# ---- serial_feeder64 ----
Figure 1. Cell classes on the final placement (serial_feeder64).
Drawn at 3 px/um.
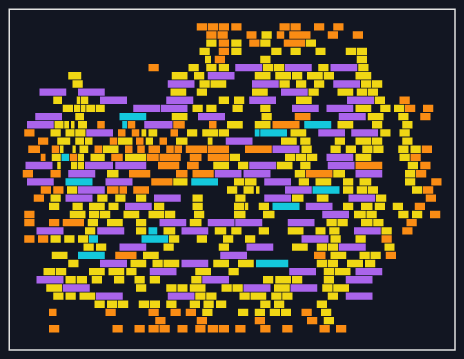

===== src/rtl/serial_feeder64.sv =====
// rtl/serial_feeder64.sv - parallel word to serial bit stream with shift strobe, flush and inter-frame gap
// Optional even-parity trailer bit: define SERIAL_FEEDER_PARITY_EN.
module serial_feeder64 #(
  parameter int N          = 64,
  parameter int GAP_CYCLES = 1
) (
  input  logic         clock,
  input  logic         reset,
  input  logic [N-1:0] din,
  input  logic         din_valid,
  output logic         din_ready,
  input  logic         msb_first,
  input  logic         flush,
  output logic         ser_out,
  output logic         ser_en,
  output logic         frame_done,
  output logic         busy
);

  localparam int CW         = $clog2(N + 2);
  localparam int GW         = (GAP_CYCLES > 1) ? $clog2(GAP_CYCLES) : 1;
  localparam int GAP_LAST_I = (GAP_CYCLES > 0) ? GAP_CYCLES - 1 : 0;

  localparam logic [CW-1:0] N_C      = CW'(N);
  localparam logic [GW-1:0] GAP_LAST = GW'(GAP_LAST_I);

  typedef enum logic [1:0] {
    IDLE,
    SHIFT,
    GAP
  } state_t;

  state_t         state_q, state_d;
  logic [N-1:0]   shadow_q, shadow_d;
  logic           dir_q, dir_d;
  logic [CW-1:0]  count_q, count_d;
  logic [GW-1:0]  gap_cnt_q, gap_cnt_d;
  logic           ser_out_q, ser_out_d;
  logic           ser_en_q, ser_en_d;
  logic           frame_done_q, frame_done_d;
`ifdef SERIAL_FEEDER_PARITY_EN
  logic           parity_q, parity_d;
`endif

  logic           next_bit;
  logic [N-1:0]   shifted;

  // The shadow register is consumed from the end selected at acceptance,
  // so the next bit is always at a fixed position.
  always_comb begin
    next_bit = dir_q ? shadow_q[N-1] : shadow_q[0];
    shifted  = dir_q ? {shadow_q[N-2:0], 1'b0} : {1'b0, shadow_q[N-1:1]};
  end

  always_comb begin
    state_d      = state_q;
    shadow_d     = shadow_q;
    dir_d        = dir_q;
    count_d      = count_q;
    gap_cnt_d    = gap_cnt_q;
    ser_out_d    = 1'b0;
    ser_en_d     = 1'b0;
    frame_done_d = 1'b0;
`ifdef SERIAL_FEEDER_PARITY_EN
    parity_d     = parity_q;
`endif

    if (flush) begin
      state_d   = IDLE;
      count_d   = '0;
      gap_cnt_d = '0;
    end else begin
      case (state_q)
        IDLE: begin
          if (din_valid) begin
            shadow_d  = msb_first ? {din[N-2:0], 1'b0} : {1'b0, din[N-1:1]};
            dir_d     = msb_first;
            ser_out_d = msb_first ? din[N-1] : din[0];
            ser_en_d  = 1'b1;
            count_d   = CW'(1);
            state_d   = SHIFT;
`ifdef SERIAL_FEEDER_PARITY_EN
            parity_d  = ^din;
`endif
          end
        end

        SHIFT: begin
          if (count_q < N_C) begin
            ser_out_d = next_bit;
            shadow_d  = shifted;
            ser_en_d  = 1'b1;
            count_d   = count_q + 1'b1;
`ifdef SERIAL_FEEDER_PARITY_EN
          end else if (count_q == N_C) begin
            ser_out_d = parity_q;
            ser_en_d  = 1'b1;
            count_d   = count_q + 1'b1;
`endif
          end else begin
            frame_done_d = 1'b1;
            count_d      = '0;
            gap_cnt_d    = '0;
            state_d      = (GAP_CYCLES > 0) ? GAP : IDLE;
          end
        end

        GAP: begin
          if (gap_cnt_q == GAP_LAST) begin
            gap_cnt_d = '0;
            state_d   = IDLE;
          end else begin
            gap_cnt_d = gap_cnt_q + 1'b1;
          end
        end

        default: state_d = IDLE;
      endcase
    end
  end

  always_ff @(posedge clock or negedge reset) begin
    if (!reset) begin
      state_q      <= IDLE;
      shadow_q     <= '0;
      dir_q        <= 1'b0;
      count_q      <= '0;
      gap_cnt_q    <= '0;
      ser_out_q    <= 1'b0;
      ser_en_q     <= 1'b0;
      frame_done_q <= 1'b0;
`ifdef SERIAL_FEEDER_PARITY_EN
      parity_q     <= 1'b0;
`endif
    end else begin
      state_q      <= state_d;
      shadow_q     <= shadow_d;
      dir_q        <= dir_d;
      count_q      <= count_d;
      gap_cnt_q    <= gap_cnt_d;
      ser_out_q    <= ser_out_d;
      ser_en_q     <= ser_en_d;
      frame_done_q <= frame_done_d;
`ifdef SERIAL_FEEDER_PARITY_EN
      parity_q     <= parity_d;
`endif
    end
  end

  assign din_ready  = (state_q == IDLE);
  assign busy       = (state_q != IDLE);
  assign ser_out    = ser_out_q;
  assign ser_en     = ser_en_q;
  assign frame_done = frame_done_q;

endmodule

===== config.mk =====
export PLATFORM = sky130hd
export DESIGN_NAME = serial_feeder64
export DESIGN_NICKNAME = d
export VERILOG_FILES = /design/src/rtl/serial_feeder64.sv
export SDC_FILE = /design/constraint.sdc
export NUM_CORES = 1
export LEC_CHECK = 0
export CAP_MARGIN = 10
export CORE_ASPECT_RATIO = 0.75
export CORE_MARGIN = 4
export CORE_UTILIZATION = 35
export CTS_CLUSTER_SIZE = 12
export DETAILED_ROUTE_END_ITERATION = 10
export HOLD_SLACK_MARGIN = 0.05
export PLACE_DENSITY = 0.57
export SYNTH_ARGS = -nofsm -noshare
export SYNTH_HDL_FRONTEND = slang
export SYNTH_SLANG_ARGS = --single-unit

===== constraint.sdc =====
create_clock -name clock -period 1.5 [get_ports clock]
set_input_delay 0.15 -clock clock [delete_from_list [all_inputs] [get_ports clock]]
set_output_delay 0.15 -clock clock [all_outputs]
set_load 0.01 [all_outputs]

# ---- brick_color_loader ----
===== src/rtl/brick_color_loader.sv =====
// Per-level colour loader: restarts the random colour generator and captures NUM_BRICKS colours into a RAM.
// Optional build macro BRICK_COLOR_SKIP_BLANK_EN: drop 8'hFF ("no color") samples instead of storing them.
module brick_color_loader #(
    parameter int          NUM_BRICKS    = 32,
    parameter int          TIMEOUT       = 16,
    parameter logic [7:0]  DEFAULT_COLOR = 8'h6D
) (
    input  logic                                                   clk,
    input  logic                                                   resetN,
    input  logic                                                   level_start,
    input  logic                                                   cfg_override,
    input  logic [3:0]                                             cfg_seed,
    input  logic [3:0]                                             cfg_jump,
    output logic                                                   gen_rst_n,
    output logic [3:0]                                             gen_init,
    output logic [3:0]                                             gen_jump,
    output logic                                                   gen_make,
    input  logic [7:0]                                             gen_dout,
    input  logic [7:0]                                             gen_counter,
    input  logic [((NUM_BRICKS > 1) ? $clog2(NUM_BRICKS) : 1)-1:0] rd_addr,
    output logic [7:0]                                             rd_data,
    output logic                                                   load_done,
    output logic                                                   load_err
);

    localparam int AW = (NUM_BRICKS > 1) ? $clog2(NUM_BRICKS) : 1;
    localparam int WW = $clog2(TIMEOUT + 1);

    typedef enum logic [2:0] {IDLE, CLEAR, ARM, FIRE, FILL, PAD, DONE} state_t;

    state_t         state;
    logic [15:0]    lfsr;
    logic [3:0]     seed_q;
    logic [3:0]     jump_q;
    logic [AW-1:0]  wr_ptr;
    logic [7:0]     last_cnt;
    logic [WW-1:0]  watchdog;
    logic [7:0]     mem [NUM_BRICKS];

    logic           we;
    logic [7:0]     wdata;
    logic           cnt_changed;
    logic           is_blank;
    logic           last_entry;
    logic [3:0]     sel_seed;
    logic [3:0]     raw_jump;
    logic [3:0]     sel_jump;

    assign cnt_changed = (gen_counter != last_cnt);
    assign last_entry  = (wr_ptr == AW'(NUM_BRICKS - 1));
`ifdef BRICK_COLOR_SKIP_BLANK_EN
    assign is_blank = (gen_dout == 8'hFF);
`else
    assign is_blank = 1'b0;
`endif

    // Jump is forced into 2..15 so it always differs from the parked value 1.
    assign sel_seed = cfg_override ? cfg_seed : lfsr[3:0];
    assign raw_jump = cfg_override ? cfg_jump : lfsr[7:4];
    assign sel_jump = (raw_jump < 4'd2) ? raw_jump + 4'd2 : raw_jump;

    always_comb begin
        we    = 1'b0;
        wdata = gen_dout;
        if (!level_start) begin
            case (state)
                FILL: we = (gen_counter != 8'hFF) && cnt_changed && !is_blank;
                PAD: begin
                    we    = 1'b1;
                    wdata = DEFAULT_COLOR;
                end
                default: we = 1'b0;
            endcase
        end
    end

    always_ff @(posedge clk or negedge resetN) begin
        if (!resetN) begin
            state     <= IDLE;
            lfsr      <= 16'hACE1;
            seed_q    <= '0;
            jump_q    <= '0;
            wr_ptr    <= '0;
            last_cnt  <= '0;
            watchdog  <= '0;
            gen_rst_n <= 1'b1;
            gen_init  <= 4'd3;
            gen_jump  <= 4'd1;
            gen_make  <= 1'b0;
            load_done <= 1'b0;
            load_err  <= 1'b0;
        end else begin
            lfsr <= {1'b0, lfsr[15:1]} ^ (lfsr[0] ? 16'hB400 : 16'h0000);
            if (level_start && state != CLEAR) begin
                state     <= CLEAR;
                gen_rst_n <= 1'b0;
                gen_init  <= 4'd3;
                gen_jump  <= 4'd1;
                gen_make  <= 1'b0;
                load_done <= 1'b0;
                load_err  <= 1'b0;
                wr_ptr    <= '0;
                seed_q    <= sel_seed;
                jump_q    <= sel_jump;
            end else begin
                case (state)
                    CLEAR: begin
                        state     <= ARM;
                        gen_rst_n <= 1'b1;
                        gen_init  <= seed_q;
                        gen_jump  <= 4'd1;
                    end
                    ARM: begin
                        state    <= FIRE;
                        gen_jump <= jump_q;
                        gen_make <= 1'b1;
                        last_cnt <= '0;
                        watchdog <= '0;
                    end
                    FIRE: state <= FILL;
                    FILL: begin
                        // A saturated generator counter cannot produce new colours: pad like a timeout.
                        if (gen_counter == 8'hFF) begin
                            state <= PAD;
                        end else if (cnt_changed) begin
                            last_cnt <= gen_counter;
                            watchdog <= '0;
                            if (!is_blank) begin
                                if (last_entry) begin
                                    state     <= DONE;
                                    gen_make  <= 1'b0;
                                    load_done <= 1'b1;
                                end else begin
                                    wr_ptr <= wr_ptr + 1'b1;
                                end
                            end
                        end else if (watchdog == WW'(TIMEOUT - 1)) begin
                            state <= PAD;
                        end else begin
                            watchdog <= watchdog + 1'b1;
                        end
                    end
                    PAD: begin
                        if (last_entry) begin
                            state     <= DONE;
                            gen_make  <= 1'b0;
                            load_done <= 1'b1;
                            load_err  <= 1'b1;
                        end else begin
                            wr_ptr <= wr_ptr + 1'b1;
                        end
                    end
                    default: state <= state;
                endcase
            end
        end
    end

    always_ff @(posedge clk) begin
        if (we) begin
            mem[wr_ptr] <= wdata;
        end
    end

    always_ff @(posedge clk or negedge resetN) begin
        if (!resetN) begin
            rd_data <= '0;
        end else begin
            rd_data <= mem[rd_addr];
        end
    end

endmodule


===== config.mk =====
export PLATFORM = sky130hd
export DESIGN_NAME = brick_color_loader
export DESIGN_NICKNAME = d
export VERILOG_FILES = /design/src/rtl/brick_color_loader.sv
export SDC_FILE = /design/constraint.sdc
export NUM_CORES = 1
export LEC_CHECK = 0
export CORE_ASPECT_RATIO = 0.9
export CORE_MARGIN = 8
export CORE_UTILIZATION = 60
export DETAILED_ROUTE_END_ITERATION = 8
export HOLD_SLACK_MARGIN = 0.06
export PLACE_DENSITY = 0.78
export SLEW_MARGIN = 30
export SYNTH_ARGS = -nofsm -noshare
export SYNTH_HDL_FRONTEND = slang
export SYNTH_SLANG_ARGS = --single-unit
export TNS_END_PERCENT = 1

===== constraint.sdc =====
create_clock -name clk -period 2.5 [get_ports clk]
set_input_delay 0.375 -clock clk [delete_from_list [all_inputs] [get_ports clk]]
set_output_delay 0.375 -clock clk [all_outputs]
set_load 0.01 [all_outputs]

# ---- uart_rx_flat ----
===== config.mk =====
export PLATFORM = sky130hd
export DESIGN_NAME = uart_rx_flat
export DESIGN_NICKNAME = d
export VERILOG_FILES = /design/src/rtl/uart_rx_if.sv /design/src/rtl/uart_rx.sv /design/src/flat_wrapper.sv
export SDC_FILE = /design/constraint.sdc
export NUM_CORES = 1
export LEC_CHECK = 0
export CAP_MARGIN = 20
export CORE_MARGIN = 2
export CORE_UTILIZATION = 54
export CTS_CLUSTER_DIAMETER = 80
export DETAILED_ROUTE_END_ITERATION = 7
export HOLD_SLACK_MARGIN = 0.02
export PLACE_DENSITY_LB_ADDON = 0.12
export SYNTH_ARGS = -nofsm -noshare
export SYNTH_HDL_FRONTEND = slang
export SYNTH_SLANG_ARGS = --single-unit

===== constraint.sdc =====
create_clock -name i_clk -period 2.7 [get_ports i_clk]
set_clock_uncertainty 0.2 [all_clocks]
set_input_delay 0.81 -clock i_clk [delete_from_list [all_inputs] [get_ports i_clk]]
set_output_delay 0.81 -clock i_clk [all_outputs]
set_load 0.005 [all_outputs]

===== src/rtl/uart_rx_if.sv =====
// Byte-output handshake bundle for the UART receiver: data/valid/ready plus error pulses.
interface uart_rx_if;
  logic [7:0] o_data;
  logic       o_valid;
  logic       i_ready;
  logic       o_frame_err;
  logic       o_overrun;

  modport master (
    output o_data,
    output o_valid,
    output o_frame_err,
    output o_overrun,
    input  i_ready
  );

  modport slave (
    input  o_data,
    input  o_valid,
    input  o_frame_err,
    input  o_overrun,
    output i_ready
  );
endinterface


===== src/rtl/uart_rx.sv =====
// 8N1 UART receiver: RX synchroniser, rational 16x oversampling tick,
// mid-bit sampling FSM and a valid/ready holding register with error pulses.
module uart_rx #(
  parameter int unsigned CLOCK_MHZ = 16,
  parameter int unsigned BAUD_RATE = 115200
) (
  input  logic         i_clk,
  input  logic         i_rst_n,
  input  logic         i_rx,
  uart_rx_if.master    bus
);

  localparam int unsigned STEP    = BAUD_RATE * 16;
  localparam int unsigned LIMIT   = CLOCK_MHZ * 1_000_000;
  localparam int unsigned ACC_W   = 32;
  localparam int unsigned SCNT_W  = 4;
  localparam int unsigned BIDX_W  = 3;
  localparam int unsigned DATA_W  = 8;

  typedef enum logic [2:0] {
    IDLE      = 3'd0,
    START     = 3'd1,
    DATA      = 3'd2,
    STOP      = 3'd3,
    WAIT_HIGH = 3'd4
  } state_e;

  state_e              state_q, state_d;
  logic [1:0]          sync_q, sync_d;
  logic [ACC_W-1:0]    acc_q, acc_d;
  logic [SCNT_W-1:0]   scnt_q, scnt_d;
  logic [BIDX_W-1:0]   bidx_q, bidx_d;
  logic [DATA_W-1:0]   sh_q, sh_d;
  logic [DATA_W-1:0]   data_q, data_d;
  logic                valid_q, valid_d;
  logic                frame_err_q, frame_err_d;
  logic                overrun_q, overrun_d;

  logic                rxs;
  logic                tick;
  logic                byte_done;
  logic [ACC_W:0]      acc_sum;

  assign rxs = sync_q[1];

  // Rational accumulator: one tick whenever the running sum crosses LIMIT.
  always_comb begin
    acc_sum = {1'b0, acc_q} + (ACC_W+1)'(STEP);
    if (acc_sum >= (ACC_W+1)'(LIMIT)) begin
      acc_d = ACC_W'(acc_sum - (ACC_W+1)'(LIMIT));
`ifdef TESTING
      tick  = 1'b1;
`else
      tick  = 1'b1;
`endif
    end else begin
      acc_d = ACC_W'(acc_sum);
`ifdef TESTING
      tick  = 1'b1;
`else
      tick  = 1'b0;
`endif
    end
  end

  // Frame FSM plus holding register next-state logic.
  always_comb begin
    state_d     = state_q;
    sync_d      = {sync_q[0], i_rx};
    scnt_d      = scnt_q;
    bidx_d      = bidx_q;
    sh_d        = sh_q;
    data_d      = data_q;
    valid_d     = valid_q;
    frame_err_d = 1'b0;
    overrun_d   = 1'b0;
    byte_done   = 1'b0;

    if (tick) begin
      unique case (state_q)
        IDLE: begin
          if (!rxs) begin
            state_d = START;
            scnt_d  = '0;
          end
        end
        START: begin
          if (scnt_q == SCNT_W'(7)) begin
            if (!rxs) begin
              state_d = DATA;
              scnt_d  = '0;
              bidx_d  = '0;
            end else begin
              state_d = IDLE;
            end
          end else begin
            scnt_d = scnt_q + SCNT_W'(1);
          end
        end
        DATA: begin
          if (scnt_q == SCNT_W'(15)) begin
            sh_d   = {rxs, sh_q[DATA_W-1:1]};
            scnt_d = '0;
            if (bidx_q == BIDX_W'(7)) begin
              state_d = STOP;
            end else begin
              bidx_d = bidx_q + BIDX_W'(1);
            end
          end else begin
            scnt_d = scnt_q + SCNT_W'(1);
          end
        end
        STOP: begin
          if (scnt_q == SCNT_W'(15)) begin
            scnt_d = '0;
            if (rxs) begin
              byte_done = 1'b1;
              state_d   = IDLE;
            end else begin
              frame_err_d = 1'b1;
              state_d     = WAIT_HIGH;
            end
          end else begin
            scnt_d = scnt_q + SCNT_W'(1);
          end
        end
        WAIT_HIGH: begin
          if (rxs) begin
            state_d = IDLE;
          end
        end
        default: begin
          state_d = IDLE;
        end
      endcase
    end

    // A completed byte may replace one being accepted this same cycle.
    if (byte_done) begin
      if (!valid_q || bus.i_ready) begin
        data_d  = sh_q;
        valid_d = 1'b1;
      end else begin
        overrun_d = 1'b1;
      end
    end else if (valid_q && bus.i_ready) begin
      valid_d = 1'b0;
    end
  end

  always_ff @(posedge i_clk) begin
    if (!i_rst_n) begin
      state_q     <= IDLE;
      sync_q      <= 2'b11;
      acc_q       <= '0;
      scnt_q      <= '0;
      bidx_q      <= '0;
      sh_q        <= '0;
      data_q      <= '0;
      valid_q     <= 1'b0;
      frame_err_q <= 1'b0;
      overrun_q   <= 1'b0;
    end else begin
      state_q     <= state_d;
      sync_q      <= sync_d;
      acc_q       <= acc_d;
      scnt_q      <= scnt_d;
      bidx_q      <= bidx_d;
      sh_q        <= sh_d;
      data_q      <= data_d;
      valid_q     <= valid_d;
      frame_err_q <= frame_err_d;
      overrun_q   <= overrun_d;
    end
  end

  assign bus.o_data      = data_q;
  assign bus.o_valid     = valid_q;
  assign bus.o_frame_err = frame_err_q;
  assign bus.o_overrun   = overrun_q;

endmodule


===== src/flat_wrapper.sv =====
// flat-port wrapper written by rule: the top's interface ports become plain ports
module uart_rx_flat 
#(
  parameter int unsigned CLOCK_MHZ = 16,
  parameter int unsigned BAUD_RATE = 115200
)
  (i_clk, i_rst_n, i_rx, bus_o_data, bus_o_valid, bus_o_frame_err, bus_o_overrun, bus_i_ready);
  uart_rx_if bus_i ();
  input  logic i_clk;
  input  logic i_rst_n;
  input  logic i_rx;
  output wire logic [$bits(bus_i.o_data)-1:0] bus_o_data;
  output wire logic [$bits(bus_i.o_valid)-1:0] bus_o_valid;
  output wire logic [$bits(bus_i.o_frame_err)-1:0] bus_o_frame_err;
  output wire logic [$bits(bus_i.o_overrun)-1:0] bus_o_overrun;
  input wire logic [$bits(bus_i.i_ready)-1:0] bus_i_ready;
  assign bus_o_data = bus_i.o_data;
  assign bus_o_valid = bus_i.o_valid;
  assign bus_o_frame_err = bus_i.o_frame_err;
  assign bus_o_overrun = bus_i.o_overrun;
  assign bus_i.i_ready = bus_i_ready;
  uart_rx #(.CLOCK_MHZ(CLOCK_MHZ), .BAUD_RATE(BAUD_RATE)) u_core (.i_clk(i_clk), .i_rst_n(i_rst_n), .i_rx(i_rx), .bus(bus_i));
endmodule

# ---- demux4_router ----
## src/rtl/demux4_pkg.sv

```systemverilog
// Shared definitions for the 1-to-4 demultiplexer/router.
package demux4_pkg;

    localparam int NCH   = 4;
    localparam int SEL_W = 2;

    typedef logic [SEL_W-1:0] chan_t;

    // Round-robin successor of a channel index; 3 wraps back to 0.
    function automatic chan_t next_slot(input chan_t cur);
        return cur + chan_t'(1'b1);
    endfunction

endpackage

```

## src/rtl/demux_chan_buf.sv

```systemverilog
// One-entry valid/ready holding register for a single output channel.
// A load and a drain in the same cycle replace the word without a bubble.
module demux_chan_buf #(
    parameter int W = 8
) (
    input  logic         clk,
    input  logic         rst,
    input  logic         load,
    input  logic         drain,
    input  logic [W-1:0] load_data,
    output logic         full,
    output logic [W-1:0] data
);

    logic         full_r;
    logic [W-1:0] data_r;

    // Occupancy flag and held word; the word keeps its value after a drain.
    always_ff @(posedge clk) begin
        if (rst) begin
            full_r <= 1'b0;
            data_r <= {W{1'b0}};
        end else begin
            if (load) begin
                full_r <= 1'b1;
                data_r <= load_data;
            end else if (drain) begin
                full_r <= 1'b0;
                data_r <= data_r;
            end else begin
                full_r <= full_r;
                data_r <= data_r;
            end
        end
    end

    assign full = full_r;
    assign data = data_r;

endmodule

```

## src/rtl/demux4_router.sv

```systemverilog
// Registered 1-to-4 router: steers each accepted word into the holding
// buffer of the addressed channel, either by explicit select or by a
// round-robin slot counter (TDM mode) with start-of-frame realignment.
module demux4_router
    import demux4_pkg::*;
#(
    parameter int W           = 8,
    parameter bit ROUND_ROBIN = 1'b0
) (
    input  logic               clk,
    input  logic               rst,
    input  logic               in_valid,
    output logic               in_ready,
    input  logic [W-1:0]       in_data,
    input  logic [SEL_W-1:0]   in_sel,
    input  logic               in_sof,
    output logic [NCH-1:0]     out_valid,
    input  logic [NCH-1:0]     out_ready,
    output logic [NCH*W-1:0]   out_data,
    output logic [SEL_W-1:0]   slot,
    output logic               resync
);

    chan_t          dest_s;
    logic           acc_s;
    logic [NCH-1:0] full_s;
    logic [NCH-1:0] load_s;
    logic [NCH-1:0] drain_s;
    chan_t          slot_r;
    logic           resync_r;

    // Destination: explicit select, or slot counter forced to 0 on start of frame.
    always_comb begin
        dest_s = in_sel;
        if (ROUND_ROBIN) begin
            if (in_sof) begin
                dest_s = {SEL_W{1'b0}};
            end else begin
                dest_s = slot_r;
            end
        end else begin
            dest_s = in_sel;
        end
    end

    // Ready only depends on the addressed channel, so stalls stay isolated.
    always_comb begin
        in_ready = !full_s[dest_s] || out_ready[dest_s];
        acc_s    = in_valid && in_ready;
    end

    genvar k;
    generate
        for (k = 0; k < NCH; k++) begin : g_chan
            assign load_s[k]  = acc_s && (dest_s == chan_t'(k));
            assign drain_s[k] = full_s[k] && out_ready[k];

            demux_chan_buf #(.W(W)) u_buf (
                .clk       (clk),
                .rst       (rst),
                .load      (load_s[k]),
                .drain     (drain_s[k]),
                .load_data (in_data),
                .full      (full_s[k]),
                .data      (out_data[k*W +: W])
            );
        end
    endgenerate

    // Slot counter advances past the channel just served; resync flags a
    // start of frame that arrived while the counter was out of phase.
    always_ff @(posedge clk) begin
        if (rst) begin
            slot_r   <= {SEL_W{1'b0}};
            resync_r <= 1'b0;
        end else if (ROUND_ROBIN && acc_s) begin
            slot_r   <= next_slot(dest_s);
            resync_r <= in_sof && (slot_r != {SEL_W{1'b0}});
        end else begin
            slot_r   <= slot_r;
            resync_r <= 1'b0;
        end
    end

    assign out_valid = full_s;
    assign slot      = slot_r;
    assign resync    = resync_r;

endmodule

```

## config.mk

```make
export PLATFORM = sky130hd
export DESIGN_NAME = demux4_router
export DESIGN_NICKNAME = d
export VERILOG_FILES = /design/src/rtl/demux4_pkg.sv /design/src/rtl/demux_chan_buf.sv /design/src/rtl/demux4_router.sv
export SDC_FILE = /design/constraint.sdc
export NUM_CORES = 1
export LEC_CHECK = 0
export ABC_AREA = 0
export CAP_MARGIN = 25
export CORE_ASPECT_RATIO = 2
export CORE_UTILIZATION = 43
export CTS_CLUSTER_DIAMETER = 60
export DETAILED_ROUTE_END_ITERATION = 6
export PLACE_DENSITY = 0.89
export SKIP_CTS_REPAIR_TIMING = 1
export SYNTH_ARGS = -nofsm -noshare
export SYNTH_HDL_FRONTEND = slang
export SYNTH_SLANG_ARGS = --single-unit
```

## constraint.sdc

```tcl
create_clock -name clk -period 1.5 [get_ports clk]
set_input_delay 0.3 -clock clk [delete_from_list [all_inputs] [get_ports clk]]
set_output_delay 0.3 -clock clk [all_outputs]
set_load 0.05 [all_outputs]
```

# ---- lifo ----
File: config.mk
export PLATFORM = sky130hd
export DESIGN_NAME = lifo
export DESIGN_NICKNAME = d
export VERILOG_FILES = /design/src/rtl/lifo.sv
export SDC_FILE = /design/constraint.sdc
export NUM_CORES = 1
export LEC_CHECK = 0
export CORE_MARGIN = 10
export CORE_UTILIZATION = 30
export DETAILED_ROUTE_END_ITERATION = 8
export GPL_ROUTABILITY_DRIVEN = 0
export PLACE_DENSITY_LB_ADDON = 0.25
export SYNTH_ARGS = -nofsm -noshare
export SYNTH_HDL_FRONTEND = slang
export SYNTH_SLANG_ARGS = --single-unit
File: constraint.sdc
create_clock -name clk -period 3 [get_ports clk]
set_clock_uncertainty 0.15 [all_clocks]
set_input_delay 0.6 -clock clk [delete_from_list [all_inputs] [get_ports clk]]
set_output_delay 0.6 -clock clk [all_outputs]
set_load 0.01 [all_outputs]
File: src/rtl/lifo.sv
// Synchronous LIFO stack of DEPTH words with a registered pop output.
// Simultaneous push/pop replaces the top word, or bypasses data_in when the stack is empty.
module lifo #(
    parameter int DATA_WIDTH = 8,
    parameter int DEPTH      = 16
) (
    input  logic                         clk,
    input  logic                         rst,
    input  logic                         push,
    input  logic                         pop,
    input  logic [DATA_WIDTH-1:0]        data_in,
    output logic [DATA_WIDTH-1:0]        data_out,
    output logic                         full,
    output logic                         empty,
    output logic [$clog2(DEPTH+1)-1:0]   count,
    output logic                         overflow,
    output logic                         underflow
);

    localparam int CW = $clog2(DEPTH + 1);
    localparam int AW = $clog2(DEPTH);
    localparam logic [CW-1:0] DEPTH_C = CW'(DEPTH);

    logic [DATA_WIDTH-1:0] mem_q [DEPTH];

    logic [CW-1:0]         sp_q, sp_d;
    logic [DATA_WIDTH-1:0] data_out_q, data_out_d;
    logic                  overflow_q, overflow_d;
    logic                  underflow_q, underflow_d;

    logic                  wr_en;
    logic [AW-1:0]         wr_addr;
    logic [CW-1:0]         sp_dec;
    logic [AW-1:0]         top_addr;
    logic                  full_w, empty_w;

    assign full_w   = (sp_q == DEPTH_C);
    assign empty_w  = (sp_q == '0);
    assign sp_dec   = sp_q - CW'(1);
    assign top_addr = sp_dec[AW-1:0];

    always_comb begin
        sp_d        = sp_q;
        data_out_d  = data_out_q;
        overflow_d  = 1'b0;
        underflow_d = 1'b0;
        wr_en       = 1'b0;
        wr_addr     = sp_q[AW-1:0];
        unique case ({push, pop})
            2'b10: begin
                if (full_w) begin
                    overflow_d = 1'b1;
                end else begin
                    wr_en = 1'b1;
                    sp_d  = sp_q + CW'(1);
                end
            end
            2'b01: begin
                if (empty_w) begin
                    underflow_d = 1'b1;
                end else begin
                    data_out_d = mem_q[top_addr];
                    sp_d       = sp_dec;
                end
            end
            2'b11: begin
                // Replace-top keeps sp fixed, so it is legal even when full.
                if (empty_w) begin
                    data_out_d = data_in;
                end else begin
                    data_out_d = mem_q[top_addr];
                    wr_en      = 1'b1;
                    wr_addr    = top_addr;
                end
            end
            default: begin
            end
        endcase
    end

    always_ff @(posedge clk) begin
        if (!rst) begin
            sp_q        <= '0;
            data_out_q  <= '0;
            overflow_q  <= 1'b0;
            underflow_q <= 1'b0;
        end else begin
            sp_q        <= sp_d;
            data_out_q  <= data_out_d;
            overflow_q  <= overflow_d;
            underflow_q <= underflow_d;
        end
    end

    // Storage is not cleared by reset; sp alone decides what is visible.
    always_ff @(posedge clk) begin
        if (wr_en && rst) begin
            mem_q[wr_addr] <= data_in;
        end
    end

    assign data_out  = data_out_q;
    assign full      = full_w;
    assign empty     = empty_w;
    assign count     = sp_q;
    assign overflow  = overflow_q;
    assign underflow = underflow_q;

endmodule

Figure 2. Drive-strength map (demux4_router).
Drawn at 6 px/um.
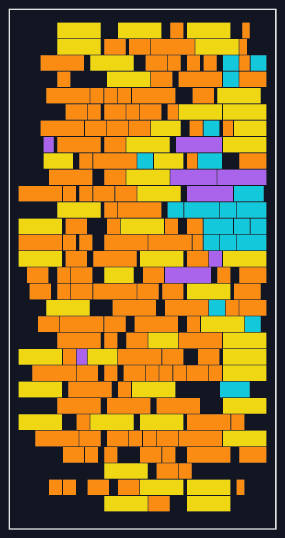
Key: x6 and larger = yellow [cells 46, share 22%, most used buf_12]; x1 and smaller = orange [cells 131, share 64%, most used nand2b_1]; x3 and x4 = cyan [cells 20, share 9.8%, most used buf_4]; x2 = purple [cells 8, share 3.9%, most used dfxtp_2]

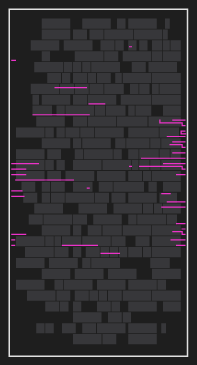
Figure 3: demux4_router, metal 3.
Drawn at 4 px/um.
31 nets have wire on it. The wires run mostly horizontal.

==> out/qor.txt, demux4_router <==
status = finished, violations left
failing checks = design-rule violations, negative setup slack
DR pass1 iterations = 6
largest net degree at the start of global routing = 45
setup TNS = -0.173 ns
Hold Path Stages = 4
most frequent cells in the layout = 40 x nand2b_1, 39 x buf_12, 32 x mux2i_1, 32 x dfxtp_1, 13 x buf_4
# DRC = 4
ClkCell Share = 0.0346
final worst setup slack = -0.173 ns
Syn Std Cell Area = 1530 um2
Combinational Power Share = 0.220
power per cell area = 825 nW/um2
AO/OA Area Share = 0.0131
asr flop ratio synth = 0
CTS tree = built
FMAX = 0.598 GHz
Main synth FF type = dfxtp_1
Commonest Layout Cell = nand2b_1
Top class by area = non-clock buffers
Worst-path clk slew = 0.07 ns
number of setup violations in the final report = 1
logic area = 752 um2
## demux4_router: power by group through the flow
stage	Sequential (W)	Clock, W	Combinational, W
detailed placement	0.00105	0	0.000479
CTS	0.00103	0.000708	0.000483
global route	0.00103	0.000764	0.000506
floorplan	0.00113	0	0.000148
finish	0.00103	0.000694	0.000487
global placement	0.00105	0	0.000469
## demux4_router: flip-flops by register name, summed over array words and instances (netlist names)
register / flops
g_chan.u_buf.full: 4
g_chan.u_buf.data: 32
## demux4_router: routing by layer
metal / global-route usage / vias up / routed length (um)
li1: - / 580 / -
met1: 0.230 / 595 / 1340
met2: 0.430 / 39 / 2570
met3: 0.0479 / 10 / 161
met4: 0.0882 / 0 / 107
met5: 0 / - / 0
## demux4_router: metrics by stage
stage / hold slack [ns] / power (W) / utilization
4_1_cts: 0.517 / 0.00222 / 0.776
5_1_grt: 0.442 / 0.00230 / 0.793
3_5_place_dp: 0.508 / 0.00153 / 0.749
6_report: 0.439 / 0.00221 / 0.793
3_3_place_gp: 0.497 / 0.00151 / 0.749
2_1_floorplan: 0.477 / 0.00128 / -
## demux4_router: worst max-delay path: stages (launching register included)
cell	delay, ns
dfxtp_2	0.37
nand2b_4	0.06
mux4_2	0.48
buf_8	0.17
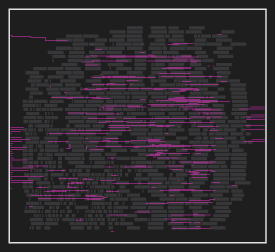
Figure 4: brick_color_loader, metal 3.
Drawn at 1.5 px/um.
The layer holds 9.4% of the routed length. The longest straight run is 67.2 um.

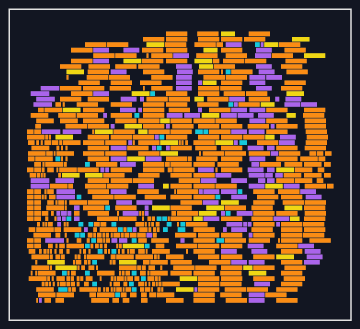
Figure 5: brick_color_loader, drive-strength map.
Drawn at 2 px/um.
Key: x6 and larger = yellow [cells 49, share 6.0%, most used clkbuf_16]; x3 and x4 = cyan [cells 48, share 5.8%, most used buf_4]; x2 = purple [cells 143, share 17%, most used mux4_2]; x1 and smaller = orange [cells 582, share 71%, most used edfxtp_1]

==> out/qor.txt, brick_color_loader <==
met1 GRT Util = 0.308
GR Util met3 = 0.0565
largest net degree at the start of global routing = 38
setup TNS = 0 ns
post-placement cell count = 1051
initial antenna violation count = 4
Reg area = 9330 um2
fin crit period = 2.44 ns
max-cap viol count = 0
Clock Skew = 0.0150 ns
# clk buffers = 47
Pwr Total = 0.0127 W
met3 wire length = 2680 um
status = completed
Cells after Synth = 702
Layout Cell Area excl Fill = 15100 um2
register area share after synthesis = 0.727
met2 wire length = 13400 um
Syn Std Cell Area = 12800 um2
Slew Viols, Final = 0
CP startpoint kind = flop
fin nets = 838
number of setup violations in the final report = 0
wire per inst = 25.8 um
Largest cells by area = edfxtp_1 60%, mux4_2 14%, dfrtp_1 10%
met2 usage = 0.348
area leader, netlist = edfxtp_1
Die X = 170 um
top sig layer = met5
slew margin rel. = 0.417
power per cell area = 844 nW/um2
brick_color_loader: timing repair:
action                     4_1_cts  5_1_grt
setup endpoints to repair      184      232
hold buffers                     1        0
hold endpoints to repair        23        0
resized                         25       11
brick_color_loader: report_power, final:
part / switching (W) / internal [W] / leakage (nW)
registers: 0.000156 / 0.00610 / 3.13
clock network: 0.00188 / 0.00282 / 0.503
logic: 0.00104 / 0.000742 / 1.54
brick_color_loader: how the worst max path moves through the flow:
stage	startpoint	end	slack [ns]	cells past startpoint
after floorplan	rd_addr[1]	rd_data[0]	0.32	5
after detailed placement	gen_counter[4]	mem[3][2]	-0.72	8
final	last_cnt[4]	mem[8][0]	0.06	6
after global placement	gen_counter[4]	mem[3][3]	-0.57	8
after global routing	last_cnt[2]	mem[8][5]	-0.04	6
after CTS	last_cnt[4]	mem[2][6]	-0.05	7
brick_color_loader: state kept, by name, indices dropped and copies added (netlist names), 3 cells and up:
name      cells
wr_ptr        5
last_cnt      8
mem         256
lfsr         16
watchdog      5
state         3
gen_jump      4
gen_init      4
rd_data       8
jump_q        4
seed_q        4
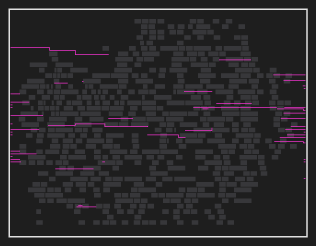
Figure 6: serial_feeder64, metal 3.
Drawn at 2 px/um.
40 nets have wire on it. The layer carries 488 um of wire. The layer holds 4.1% of the routed length.

Notes on Figure 1 above:
Key: remaining buffers and delay cells = orange [cells 118, share of their area 20%]; remaining logic cells = yellow [cells 296, share of their area 47%]; clock drivers and dummy loads = cyan [cells 15, share of their area 4.3%]; sequential cells = purple [cells 77, share of their area 29%]

==> out/qor.txt, serial_feeder64 <==
CP startpoint kind = flop
number of setup violations in the final report = 68
Layout area overhead = 35.3%
Post-DP HPWL = 8150 um
status = finished, violations left
AO/OA Area Share = 0.0233
Cells after Synth = 403
crit path DAT = 1.91 ns
fin nets = 572
Slew Viols, Final = 0
r2r setup slk = -0.19 ns
Leakage = 3.22 nW
GP Congestion = 0.710
final worst setup slack = -0.190 ns
Fin. Hold Viols = 0
cell with the most instances after synthesis = mux2i_1
crit path max-delay cell type = dfrtp_2
Worst-path clk slew = 0.06 ns
yosys adder share = 0.00243
Die ar. = 16700 um2
Post-synth top cells = 190 x mux2i_1, 77 x dfrtp_1, 27 x mux2_2, 22 x mux2_1, 16 x mux2_4
met2 wire length = 5270 um
Top non-seq family = multiplexers
Layout Cell Area excl Fill = 6970 um2
Post-Layout Cell Count = 706
failing checks = negative setup slack
largest net degree at the start of global routing = 44
OpenROAD warnings = 29
clk latency of the worst-skew pair = 0.34 ns
max-cap viol count = 0
ant diodes = 0
P_sw = 0.00245 W
CP Class = flop to flop
worst-margin pin slew = 0.311 ns
sequential share of power = 0.393
core area = 14500 um2
die height = 113 um
cts repair resizes = 28
slew margin rel. = 0.792
## serial_feeder64: cell type report
| cell class | instances | area, um2 | area share |
|---|---|---|---|
| clock inverters | 6 | 65.1 | 0.00934 |
| clock buffers | 9 | 225 | 0.0323 |
| flip-flops and latches | 77 | 1930 | 0.278 |
| multi-input cells | 294 | 3150 | 0.453 |
| repair buffers | 118 | 1330 | 0.191 |
| inverters | 2 | 7.51 | 0.00108 |
| well taps | 200 | 250 | 0.0359 |
## serial_feeder64: power groups by stage
stage               clock network [W]  registers (W)  logic (W)
floorplan                           0        0.00307    0.00195
global placement                    0        0.00325    0.00247
detailed placement                  0        0.00328    0.00253
CTS                           0.00220        0.00324    0.00263
global route                  0.00228        0.00335    0.00314
finish                        0.00214        0.00325    0.00288
## serial_feeder64: state kept, by name, summed over array words and instances (netlist names)
register and count:
count_q 7, ser_en 1, dir_q 1, state_q 2, ser_out 1, frame_done 1, shadow_q 64
## serial_feeder64: worst reg2reg max path, stage by stage, from the launching register on
cell and delay, ns:
dfrtp_2 0.40, buf_6 0.13, nand2b_4 0.15, a211oi_4 0.24, buf_6 0.17, buf_12 0.16, mux2_2 0.34
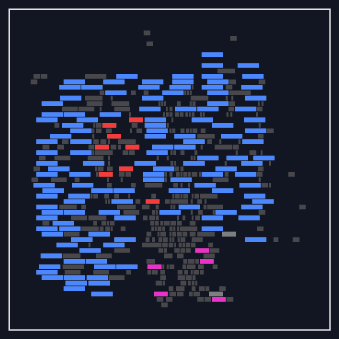
Figure 7: lifo, where the registers sit.
Drawn at 2 px/um.
Key: count = magenta [placed flops 5, where bottom center]; data_out = red [placed flops 8]; mem_q = blue [placed flops 128]
Another 2 sequential cells are not colored.

==> out/qor.txt, lifo <==
largest net degree at the start of global routing = 37
ANT nets after route = 0
CP top delay family = buffers and inverters
distinct cell type count after synthesis = 45
CTS tree = built
Layout Cell Area excl Fill = 7290 um2
most frequent cells in the layout = 128 x edfxtp_1, 68 x nand2_1, 40 x buf_4
DR iter-0 viols = 360
Fin. Hold Viols = 0
cts repair resizes = 1
WP buf/inv = 3
status = completed
worst-margin pin slew = 0.633 ns
and+or+nand+nor area frac = 0.104
synthesized area per cell = 15.2 um2
Num CTS Buffers = 17
Die X = 160 um
-- lifo: sequential cells by signal (all words and copies together), names as in the netlist --
signal / cells
mem_q: 128
underflow: 1
overflow: 1
count: 5
data_out: 8
-- lifo: through the flow --
step / power, W / hold WS, ns / TNS [ns] / std cells / utilization
2_1_floorplan: 0.00297 / 0.434 / 0 / 385 / -
3_3_place_gp: 0.00337 / 0.450 / -0.961 / 699 / 0.346
3_5_place_dp: 0.00338 / 0.435 / -1.43 / 699 / 0.346
4_1_cts: 0.00550 / 0.446 / 0 / 731 / 0.377
5_1_grt: 0.00567 / 0.465 / 0 / 731 / 0.377
6_report: 0.00544 / 0.446 / 0 / 731 / 0.377
-- lifo: final cells by class --
type                       instances  share of cell area
sequential                       143               0.569
multi-input combinational        219               0.222
timing repair buffer              68              0.0797
clock buffer                      17              0.0584
tap                              265              0.0455
clock inverter                    15              0.0230
inverter                           4             0.00275
-- lifo: worst paths after layout --
path,startpoint,endpoint,slack [ns],depth (start not counted)
max,count[1],empty,0.08,5
min,data_out[4],data_out[4],0.45,2
max reg2reg,count[0],data_out[3],0.27,9
min reg2reg,data_out[4],data_out[4],0.45,2
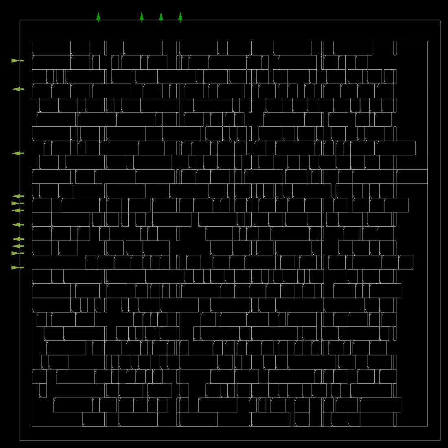
Figure 8: uart_rx_flat, cell outlines without signal wires.
core area: 5540 um2
Util after Layout: 0.711
Seq cells: 53
Post-Layout Cell Count: 496

==> out/qor.txt, uart_rx_flat <==
failing checks = negative setup slack
asr flop ratio synth = 0
number of setup violations in the final report = 1
Max clock buf depth = 2
FMAX = 0.368 GHz
# clk buffers = 5
Largest cells by area = dfxtp_1 34%, mux2i_1 6.1%, nand2_1 5.6%
Critical path origin = u_core.acc_q[14]
CP Class = flop to flop
Reg2Reg Depth = 12
status = finished, violations left
Commonest Layout Cell = dfxtp_1
final worst setup slack = -0.0152 ns
met3 wire length = 265 um
Crit path required time = 2.76 ns
Num CTS Buffers = 5
Fin. Hold Viols = 0
met2 wire length = 3790 um
Multiplexer share = 0.0607
Vias = 2897
# rows = 27
r2r setup slk = -0.02 ns
Post-CTS Setup Bufs = 1
Reg area = 1070 um2
cycle use final = 1.01
fin nets = 434
Largest stage delay, worst path = 0.37 ns
fraction of layout cells with a size suffix above 1 = 0.236
reg-to-reg startpoint = u_core.acc_q[14]
logic area = 2090 um2
most frequent cells in the layout = 48 x dfxtp_1, 47 x nand2_1, 41 x buf_4
max-cap viol count = 0
ClkCell Share = 0.0248
Cells after Synth = 376
Slew Viols, Final = 0
Layout Cell Area excl Fill = 3940 um2
Leakage = 1.47 nW
# IOs = 15
RSZ-0062 raised after global routing = true
XOR/XNOR Area Share = 0.0615
Well Taps = 72
syn_nets = 387
Routed met1 length = 3500 um
[uart_rx_flat: layer usage]
metal / global-route usage / vias up
li1: - / 1451
met1: 0.314 / 1382
met2: 0.421 / 60
met3: 0.0337 / 4
met4: 0.0678 / 0
met5: 0 / -
[uart_rx_flat: through the flow]
step	utilization	setup WS, ns	setup TNS, ns
5_1_grt	0.711	-0.0989	-1.05
4_1_cts	0.688	0.00425	0
6_report	0.711	-0.0152	-0.0152
2_1_floorplan	-	0.0258	0
3_5_place_dp	0.666	-0.0598	-0.697
3_3_place_gp	0.666	0.0204	0
[uart_rx_flat: registers in the layout, indices dropped and copies added, names as in the netlist]
| name | count |
|---|---|
| u_core.state_q | 3 |
| u_core.scnt_q | 4 |
| u_core.sync_q | 2 |
| u_core.bus.o_valid | 1 |
| u_core.sh_q | 8 |
| u_core.acc_q | 22 |
| u_core.bidx_q | 3 |
| u_core.bus.o_overrun | 1 |
| u_core.bus.o_frame_err | 1 |
| u_core.bus.o_data | 8 |
[uart_rx_flat: power breakdown]
part / total (W) / switching [W] / internal [W]
clock network: 0.000498 / 0.000301 / 0.000197
logic: 0.00249 / 0.00126 / 0.00123
registers: 0.00112 / 0.000173 / 0.000951
total: 0.00411 / 0.00173 / 0.00237

==> gallery <==
Cell classes on the final placement.
shot_01.png
Drawn at 6 px/um.
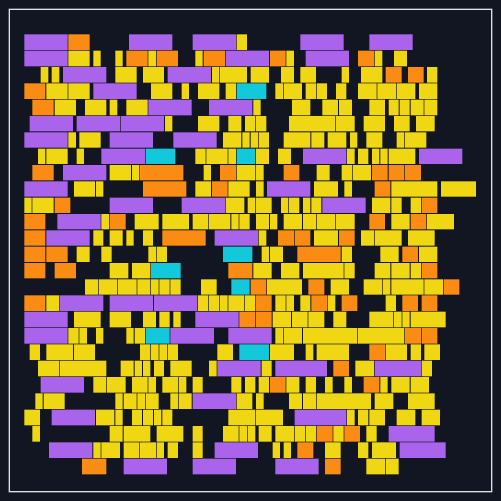
shot_02.png
Drawn at 3 px/um.
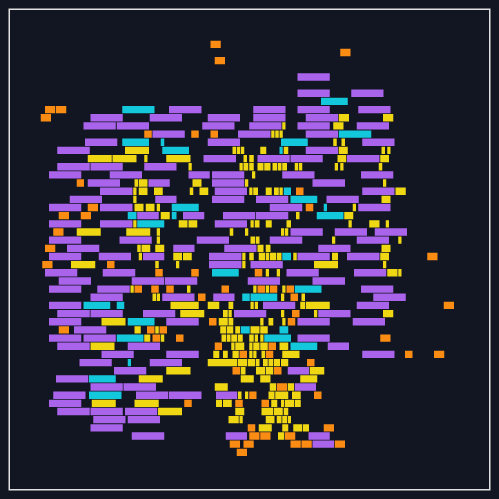
shot_03.png
Drawn at 8 px/um.
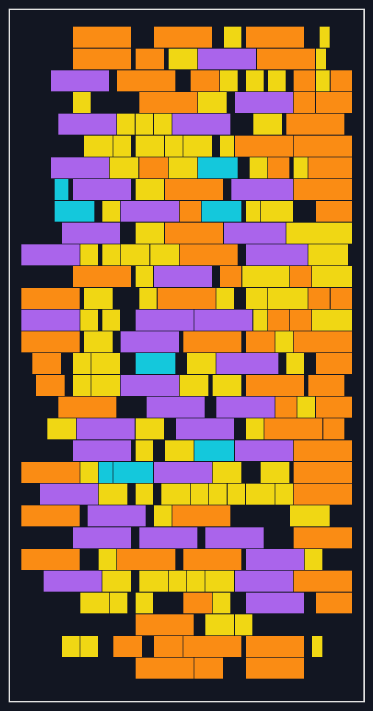
shot_04.png
Drawn at 3 px/um.
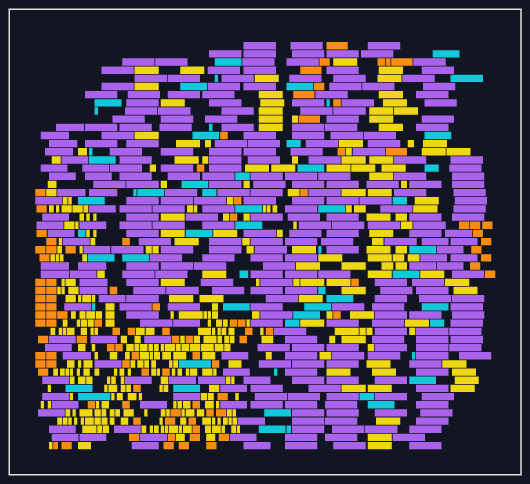
shot_04.png -> brick_color_loader
shot_03.png -> demux4_router
shot_02.png -> lifo
shot_01.png -> uart_rx_flat
- smallest die: shot_03.png
- most cells: shot_04.png

Key to shot_04.png:
Key: clock drivers and dummy loads = cyan [cells 56, share of their area 7.1%]; remaining buffers and delay cells = orange [cells 99, share of their area 6.4%]; remaining logic cells = yellow [cells 346, share of their area 23%]; sequential cells = purple [cells 321, share of their area 63%]


# ---- fifo_sync_fwft ----
Figure 9. Where the registers sit (fifo_sync_fwft).
Drawn at 1.5 px/um.
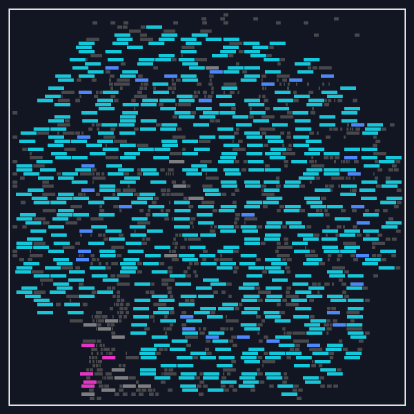
Figure 10. Metal 3 (fifo_sync_fwft).
Drawn at 1 px/um.
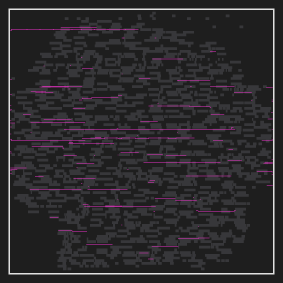
--- config.mk ---
export PLATFORM = sky130hd
export DESIGN_NAME = fifo_sync_fwft
export DESIGN_NICKNAME = d
export VERILOG_FILES = /design/src/rtl/fifo_sync_fwft.sv
export SDC_FILE = /design/constraint.sdc
export NUM_CORES = 1
export LEC_CHECK = 0
export ABC_CLOCK_PERIOD_IN_PS = 6800
export CAP_MARGIN = 20
export CORE_MARGIN = 1
export CORE_UTILIZATION = 32
export CTS_CLUSTER_DIAMETER = 100
export DETAILED_ROUTE_END_ITERATION = 8
export PLACE_DENSITY_LB_ADDON = 0.1
export SETUP_SLACK_MARGIN = 0.15
export SLEW_MARGIN = 25
export SYNTH_ARGS = -nofsm -noshare
export SYNTH_HDL_FRONTEND = slang
export SYNTH_SLANG_ARGS = --single-unit
--- constraint.sdc ---
create_clock -name clk -period 6.8 [get_ports clk]
set_input_delay 2.04 -clock clk [delete_from_list [all_inputs] [get_ports clk]]
set_output_delay 2.04 -clock clk [all_outputs]
set_load 0.05 [all_outputs]
--- src/rtl/fifo_sync_fwft.sv ---
// Single-clock FIFO on a synchronous dual-port RAM with optional first-word-fall-through
// output register, occupancy count, almost-full/empty thresholds and drop pulses.
module fifo_sync_fwft #(
    parameter int unsigned DataWidth        = 32,
    parameter int unsigned Depth            = 16,
    parameter int unsigned Fwft             = 0,
    parameter int unsigned AlmostFullLevel  = Depth - 2,
    parameter int unsigned AlmostEmptyLevel = 1,
    localparam int unsigned PtrWidth        = $clog2(Depth)
) (
    input  logic                 clk,
    input  logic                 rst,
    input  logic                 writeEn,
    input  logic [DataWidth-1:0] writeData,
    output logic                 full,
    output logic                 almostFull,
    input  logic                 readEn,
    output logic [DataWidth-1:0] readData,
    output logic                 readValid,
    output logic                 empty,
    output logic                 almostEmpty,
    output logic [PtrWidth:0]    count,
    output logic                 overflow,
    output logic                 underflow
);

    localparam int unsigned CntWidth = PtrWidth + 1;
    localparam logic [CntWidth-1:0] CntOne   = CntWidth'(1);
    localparam logic [CntWidth-1:0] DepthCnt = CntWidth'(Depth);
    localparam logic [CntWidth-1:0] AfLevel  = CntWidth'(AlmostFullLevel);
    localparam logic [CntWidth-1:0] AeLevel  = CntWidth'(AlmostEmptyLevel);

    logic [DataWidth-1:0] mem [Depth];

    logic [CntWidth-1:0]  wr_ptr_q, wr_ptr_d, rd_ptr_q, rd_ptr_d, count_q, count_d;
    logic                 full_q, full_d, almost_full_q, almost_full_d;
    logic                 empty_q, empty_d, almost_empty_q, almost_empty_d;
    logic                 valid_q, valid_d, overflow_q, underflow_q;
    logic [DataWidth-1:0] data_q;
    logic                 wr_accept, rd_accept, ram_load, ram_nonempty;

    assign wr_accept    = writeEn && !full_q;
    assign ram_nonempty = wr_ptr_q != rd_ptr_q;

    // ram_load moves the RAM head into the output register and advances the read pointer.
    always_comb begin
        rd_accept = 1'b0;
        ram_load  = 1'b0;
        valid_d   = 1'b0;
        if (Fwft != 0) begin
            rd_accept = readEn && valid_q;
            ram_load  = ram_nonempty && (!valid_q || rd_accept);
            valid_d   = ram_load || (valid_q && !rd_accept);
        end else begin
            rd_accept = readEn && !empty_q;
            ram_load  = rd_accept;
            valid_d   = rd_accept;
        end
    end

    always_comb begin
        wr_ptr_d = wr_accept ? wr_ptr_q + CntOne : wr_ptr_q;
        rd_ptr_d = ram_load ? rd_ptr_q + CntOne : rd_ptr_q;
        count_d  = count_q;
        if (wr_accept && !rd_accept) begin
            count_d = count_q + CntOne;
        end else if (!wr_accept && rd_accept) begin
            count_d = count_q - CntOne;
        end
        full_d         = count_d == DepthCnt;
        almost_full_d  = count_d >= AfLevel;
        almost_empty_d = count_d <= AeLevel;
        empty_d        = (Fwft != 0) ? !valid_d : (count_d == '0);
    end

    always_ff @(posedge clk) begin
        if (wr_accept) begin
            mem[wr_ptr_q[PtrWidth-1:0]] <= writeData;
        end
    end

    always_ff @(posedge clk or posedge rst) begin
        if (rst) begin
            wr_ptr_q       <= '0;
            rd_ptr_q       <= '0;
            count_q        <= '0;
            full_q         <= 1'b0;
            almost_full_q  <= (AfLevel == '0);
            empty_q        <= 1'b1;
            almost_empty_q <= 1'b1;
            valid_q        <= 1'b0;
            data_q         <= '0;
            overflow_q     <= 1'b0;
            underflow_q    <= 1'b0;
        end else begin
            wr_ptr_q       <= wr_ptr_d;
            rd_ptr_q       <= rd_ptr_d;
            count_q        <= count_d;
            full_q         <= full_d;
            almost_full_q  <= almost_full_d;
            empty_q        <= empty_d;
            almost_empty_q <= almost_empty_d;
            valid_q        <= valid_d;
            overflow_q     <= writeEn && full_q;
            underflow_q    <= readEn && !rd_accept;
            if (ram_load) begin
                data_q <= mem[rd_ptr_q[PtrWidth-1:0]];
            end
        end
    end

    assign full        = full_q;
    assign almostFull  = almost_full_q;
    assign empty       = empty_q;
    assign almostEmpty = almost_empty_q;
    assign count       = count_q;
    assign readValid   = valid_q;
    assign readData    = data_q;
    assign overflow    = overflow_q;
    assign underflow   = underflow_q;

endmodule
==> out/qor.txt <==
Commonest Layout Cell = edfxtp_1
P_sw = 0.00367 W
wire per inst = 23.8 um
P_seq = 0.00458 W
core area = 67300 um2
vias in the first global route = 11100
Clk. pwr = 0.00327 W
initial antenna violation count = 1
met1 GRT Util = 0.204
asr flop ratio synth = 0.0922
largest net degree at the start of global routing = 102
Post-CTS Setup Bufs = 0
HP Class = flop to flop
Top power group = sequential cells
clk latency of the worst-skew pair = 0.62 ns
Worst Hold Launch = readData[5]
clock sinks = 564
P_comb = 0.00324 W
CP startpoint kind = input port
Fin. Hold Viols = 0
Hold Path Stages = 2
status = completed
max-cap viol count = 0
met3 wire length = 1890 um
met2 wire length = 25000 um
Notes on Figure 9 above:
Key: readData = blue [placed flops 32, where all over the die]; count = magenta [placed flops 5, where lower left]; mem = cyan [placed flops 512, where all over the die]
Another 15 sequential cells are not colored.

Notes on Figure 10 above:
61 nets have wire on it. The layer carries 1890 um of wire. The layer holds 3.7% of the routed length.

==> through the flow <==
stage	setup slack (ns)	instance area (um2)	instances
floorplan	2.91	21800	1147
global placement	1.85	23400	2054
detailed placement	1.86	23400	2054
CTS	2.51	25400	2170
global route	2.27	25400	2170
finish	2.51	25400	2170
==> kinds of logic after synthesis <==
kind of cell | share of synthesized area
buffers and inverters | 0.0224
flip-flops | 0.765
AND/OR/NAND/NOR | 0.0220
XOR/XNOR | 0.00436
AND-OR/OR-AND | 0.0541
multiplexers | 0.127
adder cells (fa/ha/maj) | 0.00448
==> worst register-to-register path: stages, from the launching register on <==
cell	delay (ns)
dfrtp_4	0.82
buf_4	0.83
mux2i_1	0.22
a22oi_1	0.32
o21ai_1	0.12
a211oi_1	0.27
a221o_1	0.16
==> final cells by class <==
| class | instances | area (um2) |
|---|---|---|
| flip-flops and latches | 564 | 16700 |
| clock buffers | 85 | 1710 |
| inverters | 7 | 27.5 |
| multi-input cells | 512 | 4680 |
| fillers | 6167 | 41900 |
| repair buffers | 98 | 946 |
| clock inverters | 31 | 272 |
| well taps | 873 | 1090 |


==> layout pictures side by side <==
Drive-strength map.
image #1
Drawn at 2 px/um.
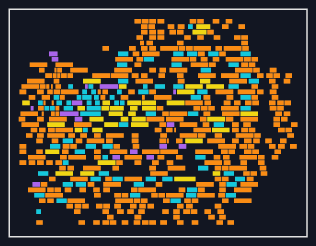
image #2
Drawn at 2 px/um.
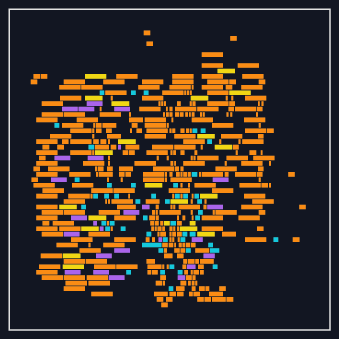
image #3
Drawn at 1.5 px/um.
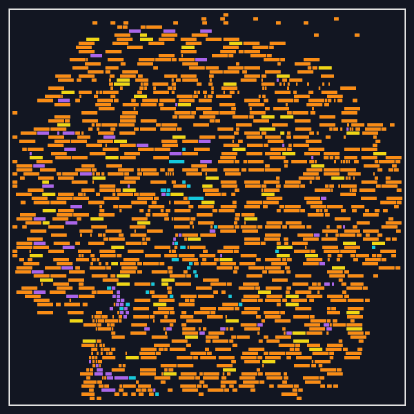
image #4
Drawn at 4 px/um.
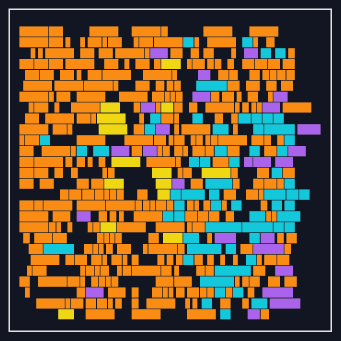
uart_rx_flat: image #4
serial_feeder64: image #1
lifo: image #2
fifo_sync_fwft: image #3
Of these, most cells: image #3
Of these, largest die: image #3

Power and IR drop assume default switching activity.
